==================== block 1
Fig. 1: block 1, clock distribution
Drawn at 6 px/um.
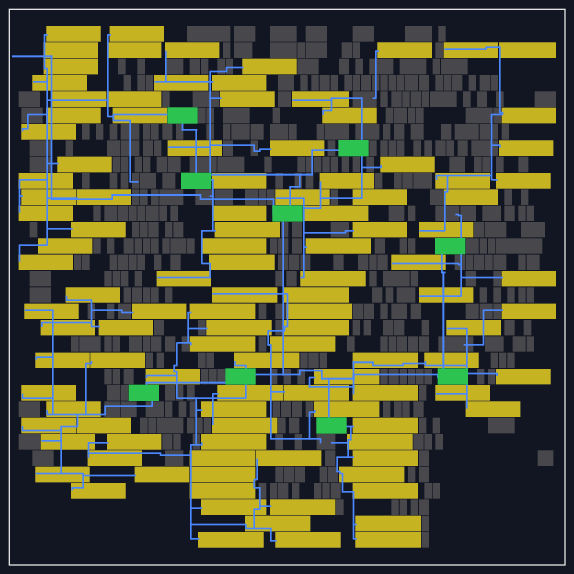

File: config.mk
export PLATFORM = sky130hd
export DESIGN_NAME = uart_status_tx_flat
export DESIGN_NICKNAME = d
export VERILOG_FILES = /design/src/rtl/rubik_status_pkg.sv /design/src/rtl/uart_status_tx_if.sv /design/src/rtl/uart_tx_serializer.sv /design/src/rtl/uart_status_tx.sv /design/src/flat_wrapper.sv
export SDC_FILE = /design/constraint.sdc
export NUM_CORES = 1
export LEC_CHECK = 0
export ABC_AREA = 1
export CAP_MARGIN = 20
export CORE_UTILIZATION = 60
export CTS_CLUSTER_SIZE = 30
export DETAILED_ROUTE_END_ITERATION = 6
export GPL_TIMING_DRIVEN = 0
export PLACE_DENSITY = 0.81
export SKIP_CTS_REPAIR_TIMING = 1
export SYNTH_ARGS = -nofsm -noshare
export SYNTH_HDL_FRONTEND = slang
export SYNTH_SLANG_ARGS = --single-unit
File: constraint.sdc
create_clock -name I_sys_clk -period 2.9 [get_ports I_sys_clk]
set_clock_uncertainty 0.1 [all_clocks]
set_input_delay 0.87 -clock I_sys_clk [delete_from_list [all_inputs] [get_ports I_sys_clk]]
set_output_delay 0.87 -clock I_sys_clk [all_outputs]
set_load 0.03 [all_outputs]
File: src/rtl/rubik_status_pkg.sv
// Shared event codes, source ordering and TX FSM encoding for the host status link.
package rubik_status_pkg;

  localparam logic [7:0] EVT_DIR_BASE  = 8'hD0;
  localparam logic [7:0] EVT_GRIP_BASE = 8'hD8;
  localparam logic [7:0] EVT_SCAN_DONE = 8'h5C;

  // Source index 0..3 = dir1..dir4, 4..7 = grip1..grip4, 8 = scanner (also the priority order)
  localparam int unsigned NUM_SRC = 9;

  typedef enum logic [1:0] {
    TX_IDLE  = 2'd0,
    TX_START = 2'd1,
    TX_DATA  = 2'd2,
    TX_STOP  = 2'd3
  } tx_state_e;

  typedef struct packed {
    logic [3:0] grip;
    logic [3:0] dir;
  } servo_done_t;

  function automatic logic [3:0] first_set(input logic [NUM_SRC-1:0] v);
    logic [3:0] idx;
    idx = '0;
    for (int i = NUM_SRC - 1; i >= 0; i--) begin
      if (v[i]) idx = 4'(i);
    end
    return idx;
  endfunction

  function automatic logic [7:0] evt_code(input logic [3:0] idx);
    logic [7:0] code;
    if (idx < 4'd4)      code = EVT_DIR_BASE  | {6'd0, idx[1:0]};
    else if (idx < 4'd8) code = EVT_GRIP_BASE | {6'd0, idx[1:0]};
    else                 code = EVT_SCAN_DONE;
    return code;
  endfunction

endpackage

File: src/rtl/uart_status_tx_if.sv
// Host-facing signal bundle of uart_status_tx: done taps and enable in, UART line and status out.
interface uart_status_tx_if #(
  parameter int unsigned FIFO_DEPTH = 8
);
  localparam int unsigned CNT_W = $clog2(FIFO_DEPTH) + 1;

  logic             I_enable;
  logic [3:0]       I_direction_done;
  logic [3:0]       I_gripping_done;
  logic             I_scanner_done;
  logic             o_tx_serial;
  logic             o_tx_busy;
  logic [CNT_W-1:0] o_fifo_count;
  logic             o_overflow;

  modport master (
    output I_enable, I_direction_done, I_gripping_done, I_scanner_done,
    input  o_tx_serial, o_tx_busy, o_fifo_count, o_overflow
  );

  modport slave (
    input  I_enable, I_direction_done, I_gripping_done, I_scanner_done,
    output o_tx_serial, o_tx_busy, o_fifo_count, o_overflow
  );
endinterface

File: src/rtl/uart_tx_serializer.sv
// UART 8N1 serializer: takes one byte per frame on a valid/ready handshake, sends LSB first.
module uart_tx_serializer
  import rubik_status_pkg::*;
#(
  parameter int unsigned CLKS_PER_BIT = 868
) (
  input  logic       I_sys_clk,
  input  logic       I_rst_n,
  input  logic [7:0] I_data,
  input  logic       I_valid,
  output logic       o_ready,
  output logic       o_tx_serial,
  output logic       o_tx_busy
);

  localparam int unsigned BAUD_W = $clog2(CLKS_PER_BIT);
  localparam logic [BAUD_W-1:0] BAUD_LAST = BAUD_W'(CLKS_PER_BIT - 1);

  tx_state_e         state_q;
  logic [BAUD_W-1:0] baud_q;
  logic [2:0]        bit_q;
  logic [7:0]        shift_q;
  logic              tx_q;
  logic              busy_q;
  logic              ready_q;
  logic              baud_end;

  assign baud_end = (baud_q == BAUD_LAST);

  // Line, busy and ready are updated together with the state so all outputs are flops
  always_ff @(posedge I_sys_clk or negedge I_rst_n) begin
    if (!I_rst_n) begin
      state_q <= TX_IDLE;
      baud_q  <= '0;
      bit_q   <= '0;
      shift_q <= '0;
      tx_q    <= 1'b1;
      busy_q  <= 1'b0;
      ready_q <= 1'b1;
    end else begin
      baud_q <= (state_q == TX_IDLE || baud_end) ? '0 : baud_q + BAUD_W'(1);
      case (state_q)
        TX_IDLE: begin
          if (I_valid) begin
            shift_q <= I_data;
            state_q <= TX_START;
            tx_q    <= 1'b0;
            busy_q  <= 1'b1;
            ready_q <= 1'b0;
          end
        end
        TX_START: begin
          if (baud_end) begin
            state_q <= TX_DATA;
            bit_q   <= '0;
            tx_q    <= shift_q[0];
          end
        end
        TX_DATA: begin
          if (baud_end) begin
            shift_q <= {1'b0, shift_q[7:1]};
            if (bit_q == 3'd7) begin
              state_q <= TX_STOP;
              tx_q    <= 1'b1;
            end else begin
              bit_q <= bit_q + 3'd1;
              tx_q  <= shift_q[1];
            end
          end
        end
        TX_STOP: begin
          if (baud_end) begin
            state_q <= TX_IDLE;
            busy_q  <= 1'b0;
            ready_q <= 1'b1;
          end
        end
        default: state_q <= TX_IDLE;
      endcase
    end
  end

  assign o_ready     = ready_q;
  assign o_tx_serial = tx_q;
  assign o_tx_busy   = busy_q;

endmodule

File: src/rtl/uart_status_tx.sv
// Status event reporter: syncs the done taps, queues one-byte event codes and sends them to the host.
module uart_status_tx
  import rubik_status_pkg::*;
#(
  parameter int unsigned CLKS_PER_BIT = 868,
  parameter int unsigned FIFO_DEPTH   = 8
) (
  input  logic               I_sys_clk,
  input  logic               I_rst_n,
  uart_status_tx_if.slave    bus
);

  localparam int unsigned PTR_W = $clog2(FIFO_DEPTH);
  localparam int unsigned CNT_W = PTR_W + 1;

  servo_done_t        sync1_q;
  servo_done_t        sync2_q;
  logic               scan_q;
  logic [NUM_SRC-1:0] prev_q;
  logic [NUM_SRC-1:0] pend_q;
  logic [NUM_SRC-1:0] pend_d;
  logic               ovf_q;

  logic [7:0]         mem_q [FIFO_DEPTH];
  logic [PTR_W-1:0]   wr_ptr_q;
  logic [PTR_W-1:0]   rd_ptr_q;
  logic [CNT_W-1:0]   count_q;

  logic [NUM_SRC-1:0] lvl;
  logic [NUM_SRC-1:0] evt;
  logic [NUM_SRC-1:0] grant;
  logic [3:0]         grant_idx;
  logic               fifo_empty;
  logic               fifo_full;
  logic               fifo_wr;
  logic               fifo_rd;
  logic               ser_ready;

  assign lvl        = {scan_q, sync2_q};
  assign evt        = (lvl & ~prev_q) & {NUM_SRC{bus.I_enable}};
  assign fifo_empty = (count_q == '0);
  assign fifo_full  = (count_q == CNT_W'(FIFO_DEPTH));
  assign fifo_rd    = ser_ready & ~fifo_empty;
  // A full FIFO still accepts a write when the serializer pops in the same cycle
  assign fifo_wr    = (|pend_q) & (~fifo_full | fifo_rd);
  assign grant_idx  = first_set(pend_q);
  assign grant      = fifo_wr ? (NUM_SRC'(1) << grant_idx) : '0;
  // A repeat event on a still-pending source is dropped; the pending bit is kept
  assign pend_d     = (pend_q & ~grant) | (evt & ~pend_q);

  always_ff @(posedge I_sys_clk or negedge I_rst_n) begin
    if (!I_rst_n) begin
      sync1_q  <= '0;
      sync2_q  <= '0;
      scan_q   <= 1'b0;
      prev_q   <= '0;
      pend_q   <= '0;
      ovf_q    <= 1'b0;
      wr_ptr_q <= '0;
      rd_ptr_q <= '0;
      count_q  <= '0;
    end else begin
      sync1_q <= '{grip: bus.I_gripping_done, dir: bus.I_direction_done};
      sync2_q <= sync1_q;
      scan_q  <= bus.I_scanner_done;
      prev_q  <= lvl;
      pend_q  <= pend_d;
      if (|(evt & pend_q)) ovf_q <= 1'b1;
      if (fifo_wr) wr_ptr_q <= wr_ptr_q + PTR_W'(1);
      if (fifo_rd) rd_ptr_q <= rd_ptr_q + PTR_W'(1);
      count_q <= count_q + CNT_W'(fifo_wr) - CNT_W'(fifo_rd);
    end
  end

  // Event storage needs no reset: entries are only read once written
  always_ff @(posedge I_sys_clk) begin
    if (fifo_wr) mem_q[wr_ptr_q] <= evt_code(grant_idx);
  end

  uart_tx_serializer #(
    .CLKS_PER_BIT (CLKS_PER_BIT)
  ) u_ser (
    .I_sys_clk   (I_sys_clk),
    .I_rst_n     (I_rst_n),
    .I_data      (mem_q[rd_ptr_q]),
    .I_valid     (~fifo_empty),
    .o_ready     (ser_ready),
    .o_tx_serial (bus.o_tx_serial),
    .o_tx_busy   (bus.o_tx_busy)
  );

  assign bus.o_fifo_count = count_q;
  assign bus.o_overflow   = ovf_q;

endmodule
File: src/flat_wrapper.sv
// flat-port wrapper written by rule: the top's interface ports become plain ports
module uart_status_tx_flat import rubik_status_pkg::*;
#(
  parameter int unsigned CLKS_PER_BIT = 868,
  parameter int unsigned FIFO_DEPTH   = 8
)
  (I_sys_clk, I_rst_n, bus_I_enable, bus_I_direction_done, bus_I_gripping_done, bus_I_scanner_done, bus_o_tx_serial, bus_o_tx_busy, bus_o_fifo_count, bus_o_overflow);
  uart_status_tx_if #(.FIFO_DEPTH(FIFO_DEPTH)) bus_i ();
  input  logic I_sys_clk;
  input  logic I_rst_n;
  input wire logic [$bits(bus_i.I_enable)-1:0] bus_I_enable;
  input wire logic [$bits(bus_i.I_direction_done)-1:0] bus_I_direction_done;
  input wire logic [$bits(bus_i.I_gripping_done)-1:0] bus_I_gripping_done;
  input wire logic [$bits(bus_i.I_scanner_done)-1:0] bus_I_scanner_done;
  output wire logic [$bits(bus_i.o_tx_serial)-1:0] bus_o_tx_serial;
  output wire logic [$bits(bus_i.o_tx_busy)-1:0] bus_o_tx_busy;
  output wire logic [$bits(bus_i.o_fifo_count)-1:0] bus_o_fifo_count;
  output wire logic [$bits(bus_i.o_overflow)-1:0] bus_o_overflow;
  assign bus_i.I_enable = bus_I_enable;
  assign bus_i.I_direction_done = bus_I_direction_done;
  assign bus_i.I_gripping_done = bus_I_gripping_done;
  assign bus_i.I_scanner_done = bus_I_scanner_done;
  assign bus_o_tx_serial = bus_i.o_tx_serial;
  assign bus_o_tx_busy = bus_i.o_tx_busy;
  assign bus_o_fifo_count = bus_i.o_fifo_count;
  assign bus_o_overflow = bus_i.o_overflow;
  uart_status_tx #(.CLKS_PER_BIT(CLKS_PER_BIT), .FIFO_DEPTH(FIFO_DEPTH)) u_core (.I_sys_clk(I_sys_clk), .I_rst_n(I_rst_n), .bus(bus_i));
endmodule
==================== block 2
===== config.mk =====
export PLATFORM = sky130hd
export DESIGN_NAME = snoop_bus_controller
export DESIGN_NICKNAME = d
export VERILOG_FILES = /design/src/rtl/snoop_bus_pkg.sv /design/src/rtl/snoop_bus_controller_rr_arbiter.sv /design/src/rtl/snoop_bus_controller.sv
export SDC_FILE = /design/constraint.sdc
export NUM_CORES = 1
export LEC_CHECK = 0
export ABC_AREA = 1
export CORE_ASPECT_RATIO = 2
export CORE_MARGIN = 2
export CORE_UTILIZATION = 45
export CTS_BUF_LIST = sky130_fd_sc_hd__clkbuf_8
export CTS_CLUSTER_DIAMETER = 100
export DETAILED_ROUTE_END_ITERATION = 10
export PLACE_DENSITY = 0.69
export SYNTH_ARGS = -nofsm -noshare
export SYNTH_HDL_FRONTEND = slang
export SYNTH_SLANG_ARGS = --single-unit

===== constraint.sdc =====
create_clock -name clock -period 2.2 [get_ports clock]
set_input_delay 0.22 -clock clock [delete_from_list [all_inputs] [get_ports clock]]
set_output_delay 0.22 -clock clock [all_outputs]
set_load 0.02 [all_outputs]

===== src/rtl/snoop_bus_pkg.sv =====
// Shared definitions for the snooping bus controller.
// Bus field positions, widths and the controller FSM states.
package snoop_bus_pkg;

    localparam int BUS_W  = 13;
    localparam int ADDR_W = 3;
    localparam int DATA_W = 4;

    localparam int BUS_WB      = 12;
    localparam int BUS_ABORT   = 11;
    localparam int BUS_REPLY   = 10;
    localparam int BUS_RM      = 9;
    localparam int BUS_WM      = 8;
    localparam int BUS_INV     = 7;
    localparam int BUS_ADDR_HI = 6;
    localparam int BUS_ADDR_LO = 4;
    localparam int BUS_DATA_HI = 3;
    localparam int BUS_DATA_LO = 0;

    typedef enum logic [2:0] {
        IDLE,
        BCAST,
        SNOOP,
        MEM,
        REPLY
    } state_t;

    typedef struct packed {
        logic [2:0]        op;
        logic [ADDR_W-1:0] addr;
    } msg_t;

    function automatic logic is_req(input logic [BUS_W-1:0] s);
        return s[BUS_REPLY] && $onehot(s[BUS_RM:BUS_INV]);
    endfunction

endpackage


===== src/rtl/snoop_bus_controller_rr_arbiter.sv =====
// Combinational round-robin pick: first pending requester
// at or after the pointer, wrapping past N-1.
module rr_arbiter #(
    parameter int N  = 3,
    parameter int IW = 2
) (
    input  logic [N-1:0]  pending,
    input  logic [IW-1:0] ptr,
    output logic [N-1:0]  grant,
    output logic [IW-1:0] index,
    output logic          found
);

    always_comb begin
        grant = '0;
        index = '0;
        found = 1'b0;
        for (int k = 0; k < N; k++) begin
            if (!found && pending[(int'(ptr) + k) % N]) begin
                found = 1'b1;
                index = IW'((int'(ptr) + k) % N);
                grant[(int'(ptr) + k) % N] = 1'b1;
            end
        end
    end

endmodule


===== src/rtl/snoop_bus_controller.sv =====
// Snooping bus controller: captures CPU requests, arbitrates,
// broadcasts, gathers snoop data, services memory and replies.
import snoop_bus_pkg::*;

module snoop_bus_controller #(
    parameter int N_CPU   = 3,
    parameter int MEM_LAT = 2
) (
    input  logic                   clock,
    input  logic                   reset_n,
    input  logic [BUS_W*N_CPU-1:0] cpu_bus_out,
    output logic [BUS_W*N_CPU-1:0] cpu_bus_in,
    output logic [N_CPU-1:0]       grant,
    output logic                   busy,
    output logic                   err_overflow
);

    localparam int IW    = $clog2(N_CPU);
    localparam int CW    = $clog2(MEM_LAT + 1);
    localparam int MEM_D = 1 << ADDR_W;

    state_t state, state_d;

    logic [BUS_W-1:0]  slice [N_CPU];
    logic [N_CPU-1:0]  pending;
    msg_t              msg [N_CPU];
    logic [IW-1:0]     ptr;
    logic [IW-1:0]     g_idx;
    logic [IW-1:0]     arb_idx;
    logic [N_CPU-1:0]  arb_grant;
    logic              arb_found;
    logic [2:0]        g_op;
    logic [ADDR_W-1:0] g_addr;
    logic [DATA_W-1:0] rdata;
    logic [DATA_W-1:0] snoop_data;
    logic [DATA_W-1:0] reply_data;
    logic              snoop_hit;
    logic [DATA_W-1:0] mem [MEM_D];
    logic [CW-1:0]     cnt;
    logic              mem_last;

    logic [BUS_W*N_CPU-1:0] bus_in_d;

    for (genvar i = 0; i < N_CPU; i++) begin : g_slice
        assign slice[i] = cpu_bus_out[i*BUS_W +: BUS_W];
    end

    rr_arbiter #(
        .N  (N_CPU),
        .IW (IW)
    ) u_arb (
        .pending (pending),
        .ptr     (ptr),
        .grant   (arb_grant),
        .index   (arb_idx),
        .found   (arb_found)
    );

    // Lowest-index snooper asserting write_back or abort wins.
    always_comb begin
        snoop_hit  = 1'b0;
        snoop_data = '0;
        for (int i = N_CPU - 1; i >= 0; i--) begin
            if (i != int'(g_idx) &&
                (slice[i][BUS_WB] || slice[i][BUS_ABORT])) begin
                snoop_hit  = 1'b1;
                snoop_data = slice[i][BUS_DATA_HI:BUS_DATA_LO];
            end
        end
    end

    assign mem_last = (cnt == CW'(MEM_LAT - 1));

    always_ff @(posedge clock or negedge reset_n) begin
        if (!reset_n) begin
            state <= IDLE;
        end else begin
            state <= state_d;
        end
    end

    always_comb begin
        state_d = state;
        unique case (state)
            IDLE:  if (arb_found) state_d = BCAST;
            BCAST: state_d = SNOOP;
            SNOOP: begin
                if (g_op[2] && !snoop_hit) state_d = MEM;
                else                       state_d = REPLY;
            end
            MEM:   if (mem_last) state_d = REPLY;
            REPLY: state_d = IDLE;
            default: state_d = IDLE;
        endcase
    end

    always_comb begin
        bus_in_d   = '0;
        busy       = (state != IDLE);
        reply_data = g_op[2] ? rdata : '0;
        unique case (state)
            BCAST: begin
                for (int i = 0; i < N_CPU; i++) begin
                    if (i != int'(g_idx)) begin
                        bus_in_d[i*BUS_W +: BUS_W] =
                            {3'b000, g_op, g_addr, {DATA_W{1'b0}}};
                    end
                end
            end
            REPLY: begin
                bus_in_d[int'(g_idx)*BUS_W +: BUS_W] =
                    {3'b001, g_op, g_addr, reply_data};
            end
            default: ;
        endcase
    end

    // Capture runs every cycle; clearing the served entry wins.
    always_ff @(posedge clock or negedge reset_n) begin
        if (!reset_n) begin
            pending      <= '0;
            err_overflow <= 1'b0;
            for (int i = 0; i < N_CPU; i++) msg[i] <= '0;
        end else begin
            for (int i = 0; i < N_CPU; i++) begin
                if (is_req(slice[i])) begin
                    if (pending[i]) begin
                        err_overflow <= 1'b1;
                    end else begin
                        pending[i] <= 1'b1;
                        msg[i]     <= slice[i][BUS_RM:BUS_ADDR_LO];
                    end
                end
            end
            if (state == REPLY) pending[g_idx] <= 1'b0;
        end
    end

    always_ff @(posedge clock or negedge reset_n) begin
        if (!reset_n) begin
            cpu_bus_in <= '0;
            grant      <= '0;
            ptr        <= '0;
            g_idx      <= '0;
            g_op       <= '0;
            g_addr     <= '0;
            rdata      <= '0;
            cnt        <= '0;
            for (int i = 0; i < MEM_D; i++) mem[i] <= DATA_W'(i);
        end else begin
            cpu_bus_in <= bus_in_d;
            unique case (state)
                IDLE: begin
                    if (arb_found) begin
                        g_idx  <= arb_idx;
                        g_op   <= msg[arb_idx].op;
                        g_addr <= msg[arb_idx].addr;
                        grant  <= arb_grant;
                        rdata  <= '0;
                        cnt    <= '0;
                    end
                end
                SNOOP: begin
                    if (snoop_hit) begin
                        mem[g_addr] <= snoop_data;
                        rdata       <= snoop_data;
                    end
                end
                MEM: begin
                    cnt <= cnt + 1'b1;
                    if (mem_last) rdata <= mem[g_addr];
                end
                REPLY: begin
                    grant <= '0;
                    ptr   <= (int'(g_idx) == N_CPU - 1) ? '0
                                                        : g_idx + 1'b1;
                end
                default: ;
            endcase
        end
    end

endmodule

==================== block 3
## config.mk

```make
export PLATFORM = sky130hd
export DESIGN_NAME = instr_aligner
export DESIGN_NICKNAME = d
export VERILOG_FILES = /design/src/rtl/instr_aligner.sv
export SDC_FILE = /design/constraint.sdc
export NUM_CORES = 1
export LEC_CHECK = 0
export CORE_UTILIZATION = 45
export CTS_CLUSTER_SIZE = 25
export DETAILED_ROUTE_END_ITERATION = 12
export GPL_ROUTABILITY_DRIVEN = 0
export GPL_TIMING_DRIVEN = 0
export PLACE_DENSITY = 0.79
export RECOVER_POWER = 100
export SLEW_MARGIN = 20
export SYNTH_ARGS = -nofsm -noshare
export SYNTH_HDL_FRONTEND = slang
export SYNTH_SLANG_ARGS = --single-unit
```

## constraint.sdc

```tcl
create_clock -name clk -period 4.66 [get_ports clk]
set_input_delay 1.398 -clock clk [delete_from_list [all_inputs] [get_ports clk]]
set_output_delay 1.398 -clock clk [all_outputs]
set_load 0.05 [all_outputs]
```

## src/rtl/instr_aligner.sv

```systemverilog
`default_nettype none
// ============================================================================
// instr_aligner: word-aligned fetcher and halfword realigner feeding the decoder
// Revision: 1.0
// ============================================================================
module instr_aligner #(
  parameter int                    ADDR_WIDTH = 32,
  parameter logic [ADDR_WIDTH-1:0] RESET_PC   = '0
) (
  input  logic                  clk,
  input  logic                  reset,
  output logic                  mem_req,
  output logic [ADDR_WIDTH-1:0] mem_addr,
  input  logic                  mem_valid,
  input  logic [31:0]           mem_rdata,
  output logic                  instr_valid,
  input  logic                  instr_ready,
  output logic [31:0]           instruction,
  output logic [ADDR_WIDTH-1:0] instr_pc,
  output logic                  is_compact,
  input  logic                  redirect_valid,
  input  logic [ADDR_WIDTH-1:0] redirect_pc
);

  logic [63:0]           buf_q, buf_d;
  logic [2:0]            count_q, count_d;
  logic [ADDR_WIDTH-1:0] pc_q, pc_d;
  logic [ADDR_WIDTH-1:0] fetch_addr_q, fetch_addr_d;
  logic                  outstanding_q, outstanding_d;
  logic                  drop_resp_q, drop_resp_d;
  logic                  skip_low_q, skip_low_d;

  logic                  w_head_compact;
  logic                  w_fire;
  logic                  w_accept;
  logic                  w_issue;
  logic [2:0]            w_consumed;
  logic [2:0]            w_remaining;
  logic [2:0]            w_appended;
  logic [31:0]           w_append_data;
  logic [63:0]           w_shifted;
  logic [63:0]           w_append_bits;

  assign w_head_compact = (buf_q[1:0] != 2'b11);
  assign is_compact     = (count_q != 3'd0) && w_head_compact;
  assign instr_valid    = is_compact || (count_q >= 3'd2);
  assign instruction    = !instr_valid    ? 32'h0 :
                          w_head_compact  ? {16'h0, buf_q[15:0]} : buf_q[31:0];
  assign instr_pc       = pc_q;

  assign w_issue  = !outstanding_q && (count_q <= 3'd2) && !redirect_valid && !reset;
  assign mem_req  = w_issue;
  assign mem_addr = fetch_addr_q;

  assign w_fire      = instr_valid && instr_ready;
  assign w_consumed  = !w_fire ? 3'd0 : (w_head_compact ? 3'd1 : 3'd2);
  assign w_remaining = count_q - w_consumed;

  assign w_accept      = mem_valid && !drop_resp_q;
  assign w_append_data = !w_accept  ? 32'h0 :
                         skip_low_q ? {16'h0, mem_rdata[31:16]} : mem_rdata;
  assign w_appended    = !w_accept ? 3'd0 : (skip_low_q ? 3'd1 : 3'd2);

  always_comb begin
    w_shifted = buf_q;
    case (w_consumed)
      3'd1:    w_shifted = {16'h0, buf_q[63:16]};
      3'd2:    w_shifted = {32'h0, buf_q[63:32]};
      default: w_shifted = buf_q;
    endcase
  end

  // New halfwords land directly behind whatever survives this cycle's consume.
  always_comb begin
    w_append_bits = 64'h0;
    case (w_remaining)
      3'd0:    w_append_bits = {32'h0, w_append_data};
      3'd1:    w_append_bits = {16'h0, w_append_data, 16'h0};
      3'd2:    w_append_bits = {w_append_data, 32'h0};
      3'd3:    w_append_bits = {w_append_data[15:0], 48'h0};
      default: w_append_bits = 64'h0;
    endcase
  end

  always_comb begin
    buf_d         = buf_q;
    count_d       = count_q;
    pc_d          = pc_q;
    fetch_addr_d  = fetch_addr_q;
    outstanding_d = outstanding_q;
    drop_resp_d   = drop_resp_q;
    skip_low_d    = skip_low_q;

    if (redirect_valid) begin
      buf_d         = 64'h0;
      count_d       = 3'd0;
      pc_d          = redirect_pc & ~ADDR_WIDTH'(1);
      fetch_addr_d  = redirect_pc & ~ADDR_WIDTH'(3);
      skip_low_d    = redirect_pc[1];
      // An in-flight request keeps the slot busy until its stale data shows up.
      outstanding_d = outstanding_q && !mem_valid;
      drop_resp_d   = outstanding_q && !mem_valid;
    end else begin
      buf_d   = w_shifted | w_append_bits;
      count_d = w_remaining + w_appended;
      pc_d    = pc_q + ADDR_WIDTH'({w_consumed, 1'b0});

      if (mem_valid) begin
        outstanding_d = 1'b0;
        if (drop_resp_q) begin
          drop_resp_d = 1'b0;
        end else if (skip_low_q) begin
          skip_low_d = 1'b0;
        end
      end

      if (w_issue) begin
        outstanding_d = 1'b1;
        fetch_addr_d  = fetch_addr_q + ADDR_WIDTH'(4);
      end
    end
  end

  always_ff @(posedge clk) begin
    if (reset) begin
      buf_q         <= 64'h0;
      count_q       <= 3'd0;
      pc_q          <= RESET_PC;
      fetch_addr_q  <= RESET_PC & ~ADDR_WIDTH'(3);
      outstanding_q <= 1'b0;
      drop_resp_q   <= 1'b0;
      skip_low_q    <= RESET_PC[1];
    end else begin
      buf_q         <= buf_d;
      count_q       <= count_d;
      pc_q          <= pc_d;
      fetch_addr_q  <= fetch_addr_d;
      outstanding_q <= outstanding_d;
      drop_resp_q   <= drop_resp_d;
      skip_low_q    <= skip_low_d;
    end
  end

endmodule
`default_nettype wire

```

==================== block 4
<file path="src/rtl/key_enc_pkg.sv">
// ---------------------------------------------------------------------------
// key_enc_pkg
// Shared constants for the key encoder: key-line width, code width, the FSM
// state encodings and a lowest-set-bit priority encoder helper.
// ---------------------------------------------------------------------------
package key_enc_pkg;

    localparam int unsigned KEY_W  = 8;
    localparam int unsigned CODE_W = 3;

    // FSM state encodings
    localparam logic [1:0] ST_IDLE     = 2'd0;
    localparam logic [1:0] ST_DEBOUNCE = 2'd1;
    localparam logic [1:0] ST_HOLD     = 2'd2;
    localparam logic [1:0] ST_RELEASE  = 2'd3;

    // Index of the lowest-numbered set bit; bit 0 has the highest priority.
    // Returns 0 when no bit is set (callers qualify with their own "any").
    function automatic logic [CODE_W-1:0] lowest_set(input logic [KEY_W-1:0] v);
        lowest_set = '0;
        for (int i = KEY_W - 1; i >= 0; i--) begin
            if (v[i]) begin
                lowest_set = CODE_W'(i);
            end
        end
    endfunction

endpackage

</file>
<file path="src/rtl/key_sync.sv">
// ---------------------------------------------------------------------------
// key_sync
// Two-flop synchronizer for a bus of independent asynchronous lines.
// Both stages reset to all-ones (active-low keys read as released).
// Ports:
//   clk    - rising-edge clock
//   rst_n  - asynchronous active-low reset
//   i_d    - asynchronous input lines
//   o_q    - synchronized lines (two clocks of latency)
// ---------------------------------------------------------------------------
module key_sync #(
    parameter int unsigned WIDTH = 8
) (
    input  logic             clk,
    input  logic             rst_n,
    input  logic [WIDTH-1:0] i_d,
    output logic [WIDTH-1:0] o_q
);

    logic [WIDTH-1:0] r_meta;
    logic [WIDTH-1:0] r_sync;

    always_ff @(posedge clk or negedge rst_n) begin
        if (!rst_n) begin
            r_meta <= '1;
            r_sync <= '1;
        end else begin
            r_meta <= i_d;
            r_sync <= r_meta;
        end
    end

    assign o_q = r_sync;

endmodule

</file>
<file path="src/rtl/key_encoder.sv">
// ---------------------------------------------------------------------------
// key_encoder
// Debounced 8-key priority encoder with a valid/ack handshake.
// A key must be stable for DEBOUNCE_CYCLES cycles before its index is
// presented; the event is held until acknowledged, after which all keys must
// be released for DEBOUNCE_CYCLES cycles before a new press is accepted.
// Ports:
//   clk    - rising-edge clock
//   rst_n  - asynchronous active-low reset
//   key_n  - asynchronous active-low key lines (bit i low = key i pressed)
//   ack    - consumer acknowledge, only honoured in HOLD
//   code   - binary index of the accepted key
//   valid  - code holds an unacknowledged key event
//   busy   - FSM is not idle
// ---------------------------------------------------------------------------
module key_encoder
    import key_enc_pkg::*;
#(
    parameter int unsigned DEBOUNCE_CYCLES = 4
) (
    input  logic              clk,
    input  logic              rst_n,
    input  logic [KEY_W-1:0]  key_n,
    input  logic              ack,
    output logic [CODE_W-1:0] code,
    output logic              valid,
    output logic              busy
);

    localparam int unsigned      CNT_W    = $clog2(DEBOUNCE_CYCLES + 1);
    localparam logic [CNT_W-1:0] CNT_LAST = CNT_W'(DEBOUNCE_CYCLES - 1);

    logic [KEY_W-1:0]  w_key_s;
    logic [KEY_W-1:0]  w_pressed;
    logic              w_any;
    logic [CODE_W-1:0] w_enc;

    logic [1:0]        r_state, w_state_d;
    logic [CNT_W-1:0]  r_cnt,   w_cnt_d;
    logic [CODE_W-1:0] r_cand,  w_cand_d;
    logic [CODE_W-1:0] r_code,  w_code_d;
    logic              r_valid, w_valid_d;

    key_sync #(
        .WIDTH (KEY_W)
    ) u_key_sync (
        .clk   (clk),
        .rst_n (rst_n),
        .i_d   (key_n),
        .o_q   (w_key_s)
    );

    assign w_pressed = ~w_key_s;
    assign w_any     = |w_pressed;
    assign w_enc     = lowest_set(w_pressed);

    always_comb begin
        w_state_d = r_state;
        w_cnt_d   = r_cnt;
        w_cand_d  = r_cand;
        w_code_d  = r_code;
        w_valid_d = r_valid;
        case (r_state)
            ST_IDLE: begin
                if (w_any) begin
                    w_cand_d  = w_enc;
                    w_cnt_d   = '0;
                    w_state_d = ST_DEBOUNCE;
                end
            end
            ST_DEBOUNCE: begin
                // Adding a higher-numbered key leaves enc unchanged and does
                // not restart the count.
                if (!w_any || (w_enc != r_cand)) begin
                    w_cnt_d   = '0;
                    w_state_d = ST_IDLE;
                end else if (r_cnt == CNT_LAST) begin
                    w_code_d  = r_cand;
                    w_valid_d = 1'b1;
                    w_state_d = ST_HOLD;
                end else begin
                    w_cnt_d = r_cnt + CNT_W'(1);
                end
            end
            ST_HOLD: begin
                if (ack) begin
                    w_valid_d = 1'b0;
                    w_cnt_d   = '0;
                    w_state_d = ST_RELEASE;
                end
            end
            ST_RELEASE: begin
                // Any key activity restarts the release qualification.
                if (w_any) begin
                    w_cnt_d = '0;
                end else if (r_cnt == CNT_LAST) begin
                    w_cnt_d   = '0;
                    w_state_d = ST_IDLE;
                end else begin
                    w_cnt_d = r_cnt + CNT_W'(1);
                end
            end
            default: begin
                w_cnt_d   = '0;
                w_state_d = ST_IDLE;
            end
        endcase
    end

    always_ff @(posedge clk or negedge rst_n) begin
        if (!rst_n) begin
            r_state <= ST_IDLE;
            r_cnt   <= '0;
            r_cand  <= '0;
            r_code  <= '0;
            r_valid <= 1'b0;
        end else begin
            r_state <= w_state_d;
            r_cnt   <= w_cnt_d;
            r_cand  <= w_cand_d;
            r_code  <= w_code_d;
            r_valid <= w_valid_d;
        end
    end

    assign code  = r_code;
    assign valid = r_valid;
    assign busy  = (r_state != ST_IDLE);

endmodule

</file>
<file path="config.mk">
export PLATFORM = sky130hd
export DESIGN_NAME = key_encoder
export DESIGN_NICKNAME = d
export VERILOG_FILES = /design/src/rtl/key_enc_pkg.sv /design/src/rtl/key_sync.sv /design/src/rtl/key_encoder.sv
export SDC_FILE = /design/constraint.sdc
export NUM_CORES = 1
export LEC_CHECK = 0
export ABC_CLOCK_PERIOD_IN_PS = 2500
export CAP_MARGIN = 10
export CORE_ASPECT_RATIO = 1.1
export CORE_MARGIN = 3
export CORE_UTILIZATION = 43
export DETAILED_ROUTE_END_ITERATION = 12
export HOLD_SLACK_MARGIN = 0.05
export SLEW_MARGIN = 15
export SYNTH_ARGS = -nofsm -noshare
export SYNTH_HDL_FRONTEND = slang
export SYNTH_SLANG_ARGS = --single-unit
</file>
<file path="constraint.sdc">
create_clock -name clk -period 2.5 [get_ports clk]
set_input_delay 0.625 -clock clk [delete_from_list [all_inputs] [get_ports clk]]
set_output_delay 0.625 -clock clk [all_outputs]
set_load 0.02 [all_outputs]
</file>
Fig. 2: block 1, placement by cell class
Drawn at 3 px/um. Fill, decap, tap and diode cells in gray.
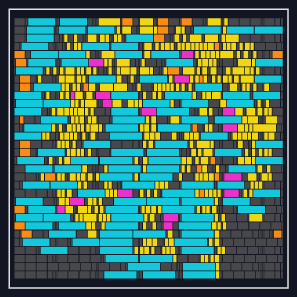
legend:
  cyan:
    class: flip-flops
    cells: 112
    share_of_their_area: 57%
  yellow:
    class: all other logic
    cells: 372
    share_of_their_area: 35%
  magenta:
    class: clock drivers and dummy loads
    cells: 16
    share_of_their_area: 3.6%
  orange:
    class: other buffers and delay cells
    cells: 27
    share_of_their_area: 4.2%

Fig. 3: block 1, metal layers overlaid
Drawn at 4 px/um. Only two layers are drawn.
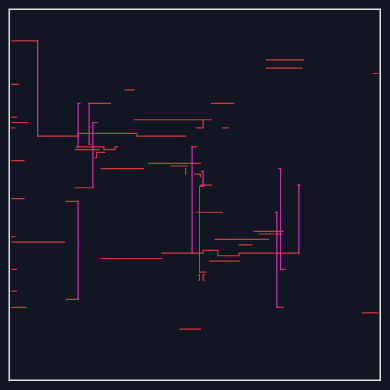
legend:
  red:
    layer: met3
    wire_length: 315 um
  magenta:
    layer: met4
    wire_length: 204 um

Notes on Fig. 1 above:
legend:
  green:
    item: cells driving clock nets
    count: 9
  blue:
    item: clock wires
    length: 1,090 um
  yellow:
    item: flip-flops
    count: 112
flops lie: all over the die

==> out/metrics.cfg, block 1 <==
[cells_and_area]
clockBufferCount=10
seq_cells=112
buffers=27
comb.multi_input.count=315
seq_area_mm2=0.00301
nets=550
sh_seq_area=0.557
final_core_util=0.691
lay_top_count=nand2_1
syn_to_final_growth_pct=10.0
combGateArea_mm2=0.00163

[logic_synthesis]
yosysTopAreaCellShare=0.357
yosys_warnings=0
post-synth-top-count-cell=nand2_1
yosys-top-cells-count=nand2_1 (129), dfrtp_1 (70), inv_1 (54), nor2_1 (49), nand3_1 (44)
yosys.area_share.simple=0.230
synthCells=493
syn_avg_cell_area_um2=9.94
ys_types=41
synthAoiAreaFrac=0.0483
synth_top_flop_cell=dfrtp_1
area_leaders=dfrtp_1 (36%), edfxtp_1 (25%), nand2_1 (9.9%)
mux_share=0
ys_area_mm2=0.00490
synth_top_cell_by_area=dfrtp_1

[route]
drt-met1-wl_um=3640
antenna_left=0
viasPerCell=5.34
routed_wl_um=8740
initialDrtViolationCount=188
top_layer=met4

[pwr]
p_sw_frac=0.333
maxPowerGroup=sequential cells
powerComb_uw=1020
seq_power_share=0.535
irDropWorstVdd_uv=441
pwr-share-comb=0.250

[timing]
setup_ws_ns=0.358
finalHoldViolations=0
max_freq_mhz=393
relSlewSlack=0.302
rsz0062_at_grt=false

[clock_network]
tritoncts=done
h-tree-depth=3
cts-buffers-inserted=9
cts.sinks=112
clockBufferDepth=2

[critical_path]
crit_chain=clkdlybuf4s50_1
r2r_slack_ns=0.54
crit_family=buffers and inverters
critPathKind=reg2out
r2r-start=u_core.pend_q[0]
start_kind=flop
ff2ff_path_depth=4
worst_setup_path_end_kind=output pin
critPathMaxFanout=2

[floorplan]
die_w_um=92.4
initCoreUtil=0.628

[grt]
grt_use_met1=0.273
use_met3=0.0468

[place]
dp_hpwl_um=6280

[hold_path]
hp-start=u_core.sync1_q[0]

[status]
status=finished, final reports clean

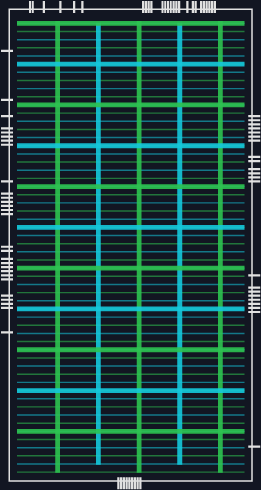
Fig. 4. Floorplan with the power grid (block 2).
Drawn at 3 px/um. Pins as bars on the die edge.
legend:
  green:
    net: VSS
  cyan:
    net: VDD
met4 straps: 5
met1 rails: 56
core footprint: 0.0114 mm^2
die height: 157 um

==> out/metrics.cfg, block 2 <==
[cells_and_area]
final_core_util=0.584
antenna_cells=0
fin_cells=852
nets=760
comb_share=0.325
combGateArea_mm2=0.00216
clockBufferCount=9
max_flop_register=cpu_bus_in
syn_to_final_growth_pct=26.2
drive_above_1_share=0.149
largestClassByArea=flip-flops and latches
seq_cells=109
final_cell_mix=nand2_1 (125), dfrtp_1 (97), inv_1 (90)

[critical_path]
r2r-start=ptr[1]
worstPathArrival_ns=1.85
path_depth=3
cpMaxStageDelayCell=clkdlybuf4s50_1
critPathKind=reg2out
crit_chain=nor3_2, inv_1, clkdlybuf4s50_1
cp_num_buf_inv=2

[route]
drc=0
top_layer=met4
viasPerCell=5.22
routed_wl_um=13700
wl_met3_um=516
initialDrtViolationCount=274

[grt]
grt_remaining_overflow=0
grt_use_met1=0.238
use_met3=0.0294
grt_pass1_vias=4522
busiest_layer=met2
antenna_found_initial=0

[pwr]
seq_power_share=0.351
power_density_mw_per_mm2=1370
powerComb_uw=4700
power.total_uw=9110
p_leak_uw=0.00313

[timing]
finalWorstPathRequiredPeriod_ns=2.07
fin_worst_skew_ns=0.0142
finalHoldViolations=0
setup_tns_ns=0
period_used_share=0.943

[flow_run]
warning_count=35
maxCapViolCount=0

[place]
io_buffers=78
place_congestion=0.892
dp.cells=832
placed_cell_area_mm2=0.00634

[logic_synthesis]
post-synth-top-count-cell=nand2_1
yosys_warnings=0
ys_types=45
yosysSeqAreaShare=0.522
synthAoiAreaFrac=0.113
mux_share=0.0200
yosysTopAreaCellShare=0.462
syn_avg_cell_area_um2=8.80
synth_top_cell_by_area=dfrtp_1
synth_flops=109
synth_top_flop_cell=dfrtp_1
yosysCellCount=597

[clock_network]
clockBufferDepth=2
cts.sinks=109
holdBufCountCts=1
clkLatencyLatePin_ns=0.40
tritoncts=done

[status]
status=finished, final reports clean

[floorplan]
num_rows=55
die_area_mm2=0.0126

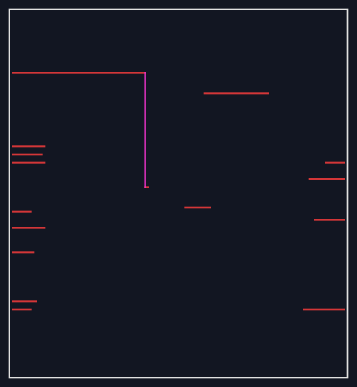
Fig. 5. Metal layers overlaid (block 4).
Drawn at 6 px/um. Only two layers are drawn.
legend:
  magenta:
    layer: met4
    wire_length: 19.0 um
  red:
    layer: met3
    wire_length: 91.3 um
routed vias: 790
GRT Util Overall: 0.124
overall routed net length: 1850 um
WL per Instance: 12.3 um

==> out/metrics.cfg, block 4 <==
[place]
dpl_worst_slack_ns=0.516
dp_hpwl_um=1430
dp.cells=147
place_congestion=0.722

[critical_path]
cp_num_buf_inv=2
critPathKind=reg2out
path_depth=3
crit_family=buffers and inverters
critPathCapture=busy
worst_setup_path_end_kind=output pin
cp.required_ns=1.88
worstPathArrival_ns=1.73
critical_path.max_stage_delay_ns=0.54
ff2ff_path_depth=6
r2r_end=code[1]
critPathMaxFanout=13
crit_chain=nor2_1, inv_1, clkdlybuf4s50_1

[grt]
grt_use_met2=0.237
antenna_found_initial=0
grt_pass1_vias=801

[logic_synthesis]
fa_ha_area_frac=0.0316
xor_share=0.0137
ys_types=30
yosys-top-cells-count=dfstp_2 (16), dfrtp_1 (12), nand2_1 (11), inv_1 (7), o21ai_0 (7)
area_leaders=dfstp_2 (35%), dfrtp_1 (25%), nand2_1 (3.5%)
mux_share=0.0316
syn_avg_cell_area_um2=11.7
synth_top_cell_by_area=dfstp_2
yosysSeqAreaShare=0.606
syn-num-nets=116
post-synth-top-count-cell=dfstp_2
synth_top_flop_cell=dfstp_2
yosysTopAreaCellShare=0.354
yosys.area_share.simple=0.156
synth_flops=28

[status]
status=finished, final reports clean

[cells_and_area]
syn_to_final_growth_pct=18.9
comb_share=0.307
combGateArea_um2=434
drive_above_1_share=0.217
fin_cells=151
postLayoutCellArea_mm2=0.00141
inverters=7
sh_seq_area=0.510
nets=135
seq_cells=28
comb.multi_input.count=65
largestClassByArea=flip-flops and latches

[floorplan]
die_w_um=56.1
num_rows=19

[pwr]
power_density_mw_per_mm2=828
seq_power_share=0.527
p_sw_frac=0.332
clkPwrFrac=0.182
p_int_uw=782

[hold_path]
hold_path_end=u_key_sync.o_q[1]

[route]
initialDrtViolationCount=20
wl_met2_um=978
drc=0
drt-pass1-iter-count=4

[timing]
max_freq_mhz=424
rsz0062_at_grt=false

[clock_network]
clockBufferDepth=2
cts-root-buf=clkbuf_4
cts.repair.resized=0
post_cts_buffers=0

Fig. 6: block 3, placement by cell class
Drawn at 2 px/um. Fill, decap, tap and diode cells in gray.
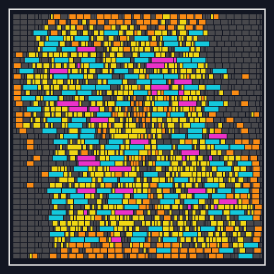
legend:
  yellow:
    class: all other logic
    cells: 647
    share_of_their_area: 44%
  orange:
    class: other buffers and delay cells
    cells: 226
    share_of_their_area: 21%
  magenta:
    class: clock drivers and dummy loads
    cells: 32
    share_of_their_area: 6.7%
  cyan:
    class: flip-flops
    cells: 131
    share_of_their_area: 28%
FP Rows: 45
fin area: 0.00949 mm^2
Core Util, Final: 0.622
Seq area share: 0.276
core footprint: 0.0153 mm^2

Fig. 7: block 3, floorplan with the power grid
Drawn at 3 px/um. Pins as bars on the die edge.
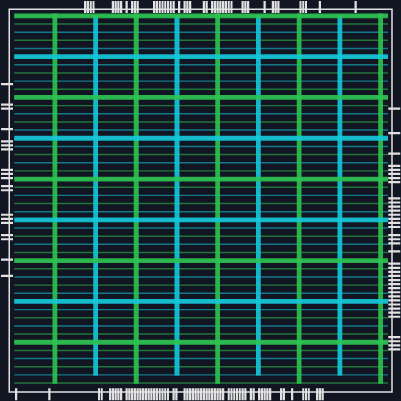
legend:
  green:
    net: VSS
  cyan:
    net: VDD
rows: 45
signal pins: 168
met4 straps: 9
met1 rails: 46
met5 straps: 9
die height: 127 um
VDD IR max: 277 uV

==> out/metrics.cfg, block 3 <==
[timing]
finalHoldViolations=0
finalWorstPathRequiredPeriod_ns=4.47
period_used_share=0.958
relSlewSlack=0.438
fin_worst_skew_ns=0.00980
rsz0062_at_grt=false

[logic_synthesis]
netlist_area_mm2=0.00704
synthAoiAreaFrac=0.251
yosysSeqAreaShare=0.373
topCombFamilyByArea=AND-OR/OR-AND gates
fa_ha_area_frac=0.0174
xor_share=0.0672
syn_avg_cell_area_um2=8.37
yosys-top-cells-count=dfxtp_1 (131), nand2_1 (94), a21oi_1 (65), a32oi_1 (48), a22oi_1 (46)
synth_flops=131

[critical_path]
critPathKind=in2reg
critPathCapture=buf_q[61]
ff2ff_path_depth=12
cpMaxStageDelayCell=nor3_1
crit_start=instr_ready
cp_common_cell=buf_2
critPathMaxFanout=11
path_depth=11
r2r_end=buf_q[61]

[cells_and_area]
final_cell_mix=dfxtp_1 (131), dlygate4sd3_1 (95), nand2_1 (94)
fin_cells=1247
max_flop_register=buf_q
lay_top_count=dfxtp_1
buffers=226
largestClassByArea=combinational gates
clockBufferCount=22

[pwr]
clkPwrFrac=0.407
p_leak_uw=0.00344
p_sw_frac=0.321
seq_power_share=0.362
p_switching_uw=1120
pwr-share-comb=0.231

[status]
status=finished, final reports clean

[grt]
use_met3=0.0691
grt_usage=0.298
grt_use_met2=0.453
antenna_found_initial=0

[hold_path]
min_path_cells=2

[route]
antenna_left=0
drc=0

[clock_network]
cts-root-buf=clkbuf_16
clkSlewWorstSetupHoldPaths_ns=0.05
post_cts_buffers=0
holdBufCountCts=0

[floorplan]
n_tap_cell=211


==> layout pictures side by side <==
Cell placement.
(a)
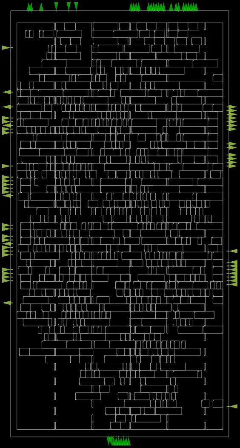
(b)
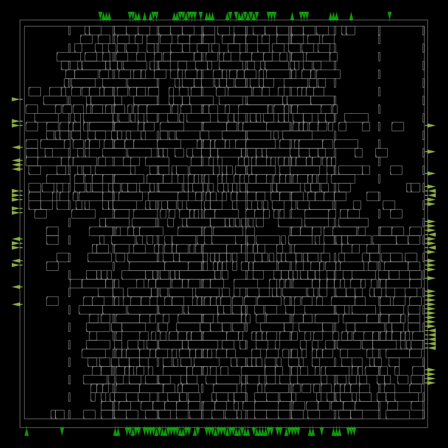
(c)
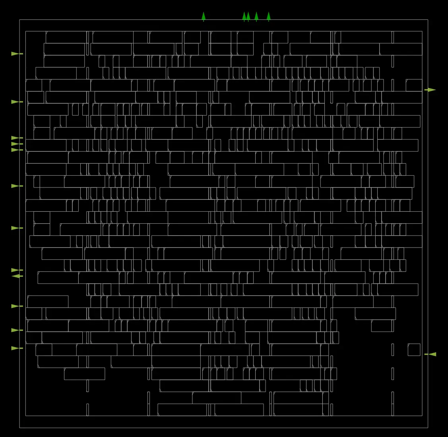
(d)
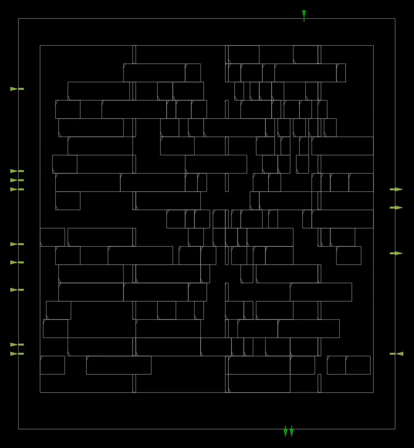
- block 3 = (b)
- block 2 = (a)
- block 4 = (d)
- block 1 = (c)
The one with the fewest sequential cells is (d).
The one with the most sequential cells is (b).



==> layout pictures side by side <==
Clock distribution.
shot_01.png
Drawn at 4 px/um.
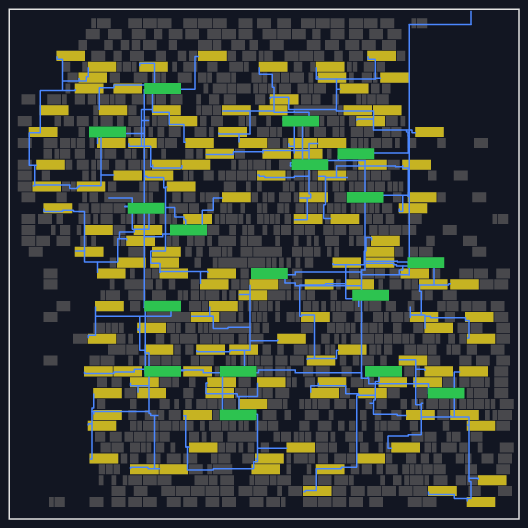
shot_02.png
Drawn at 4 px/um.
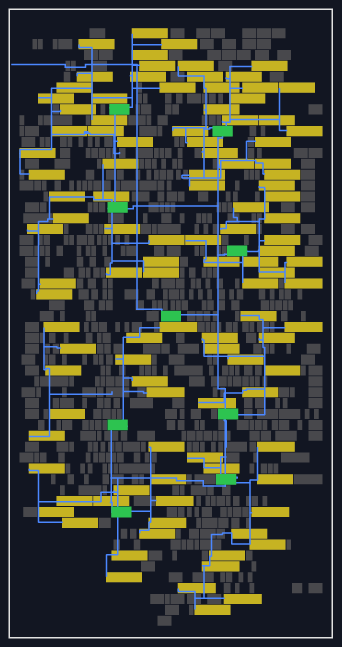
shot_03.png
Drawn at 10 px/um.
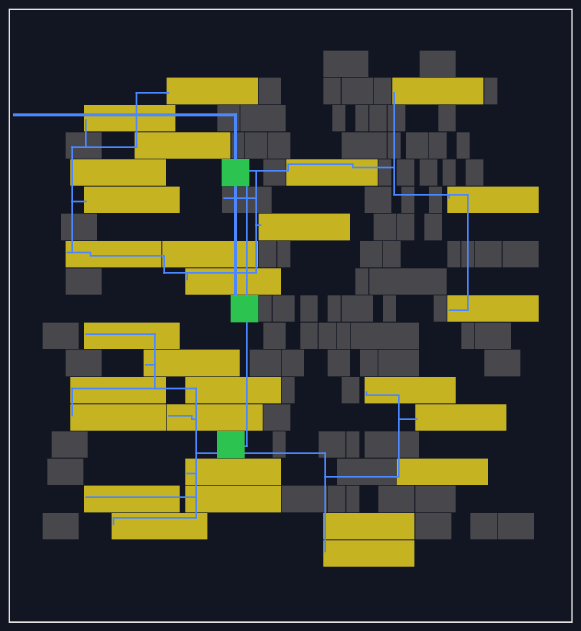
shot_01.png -> block 3
shot_03.png -> block 4
shot_02.png -> block 2
- smallest die: shot_03.png
- largest die: shot_01.png

No activity file was given, so power comes from the tool's default toggle rates.
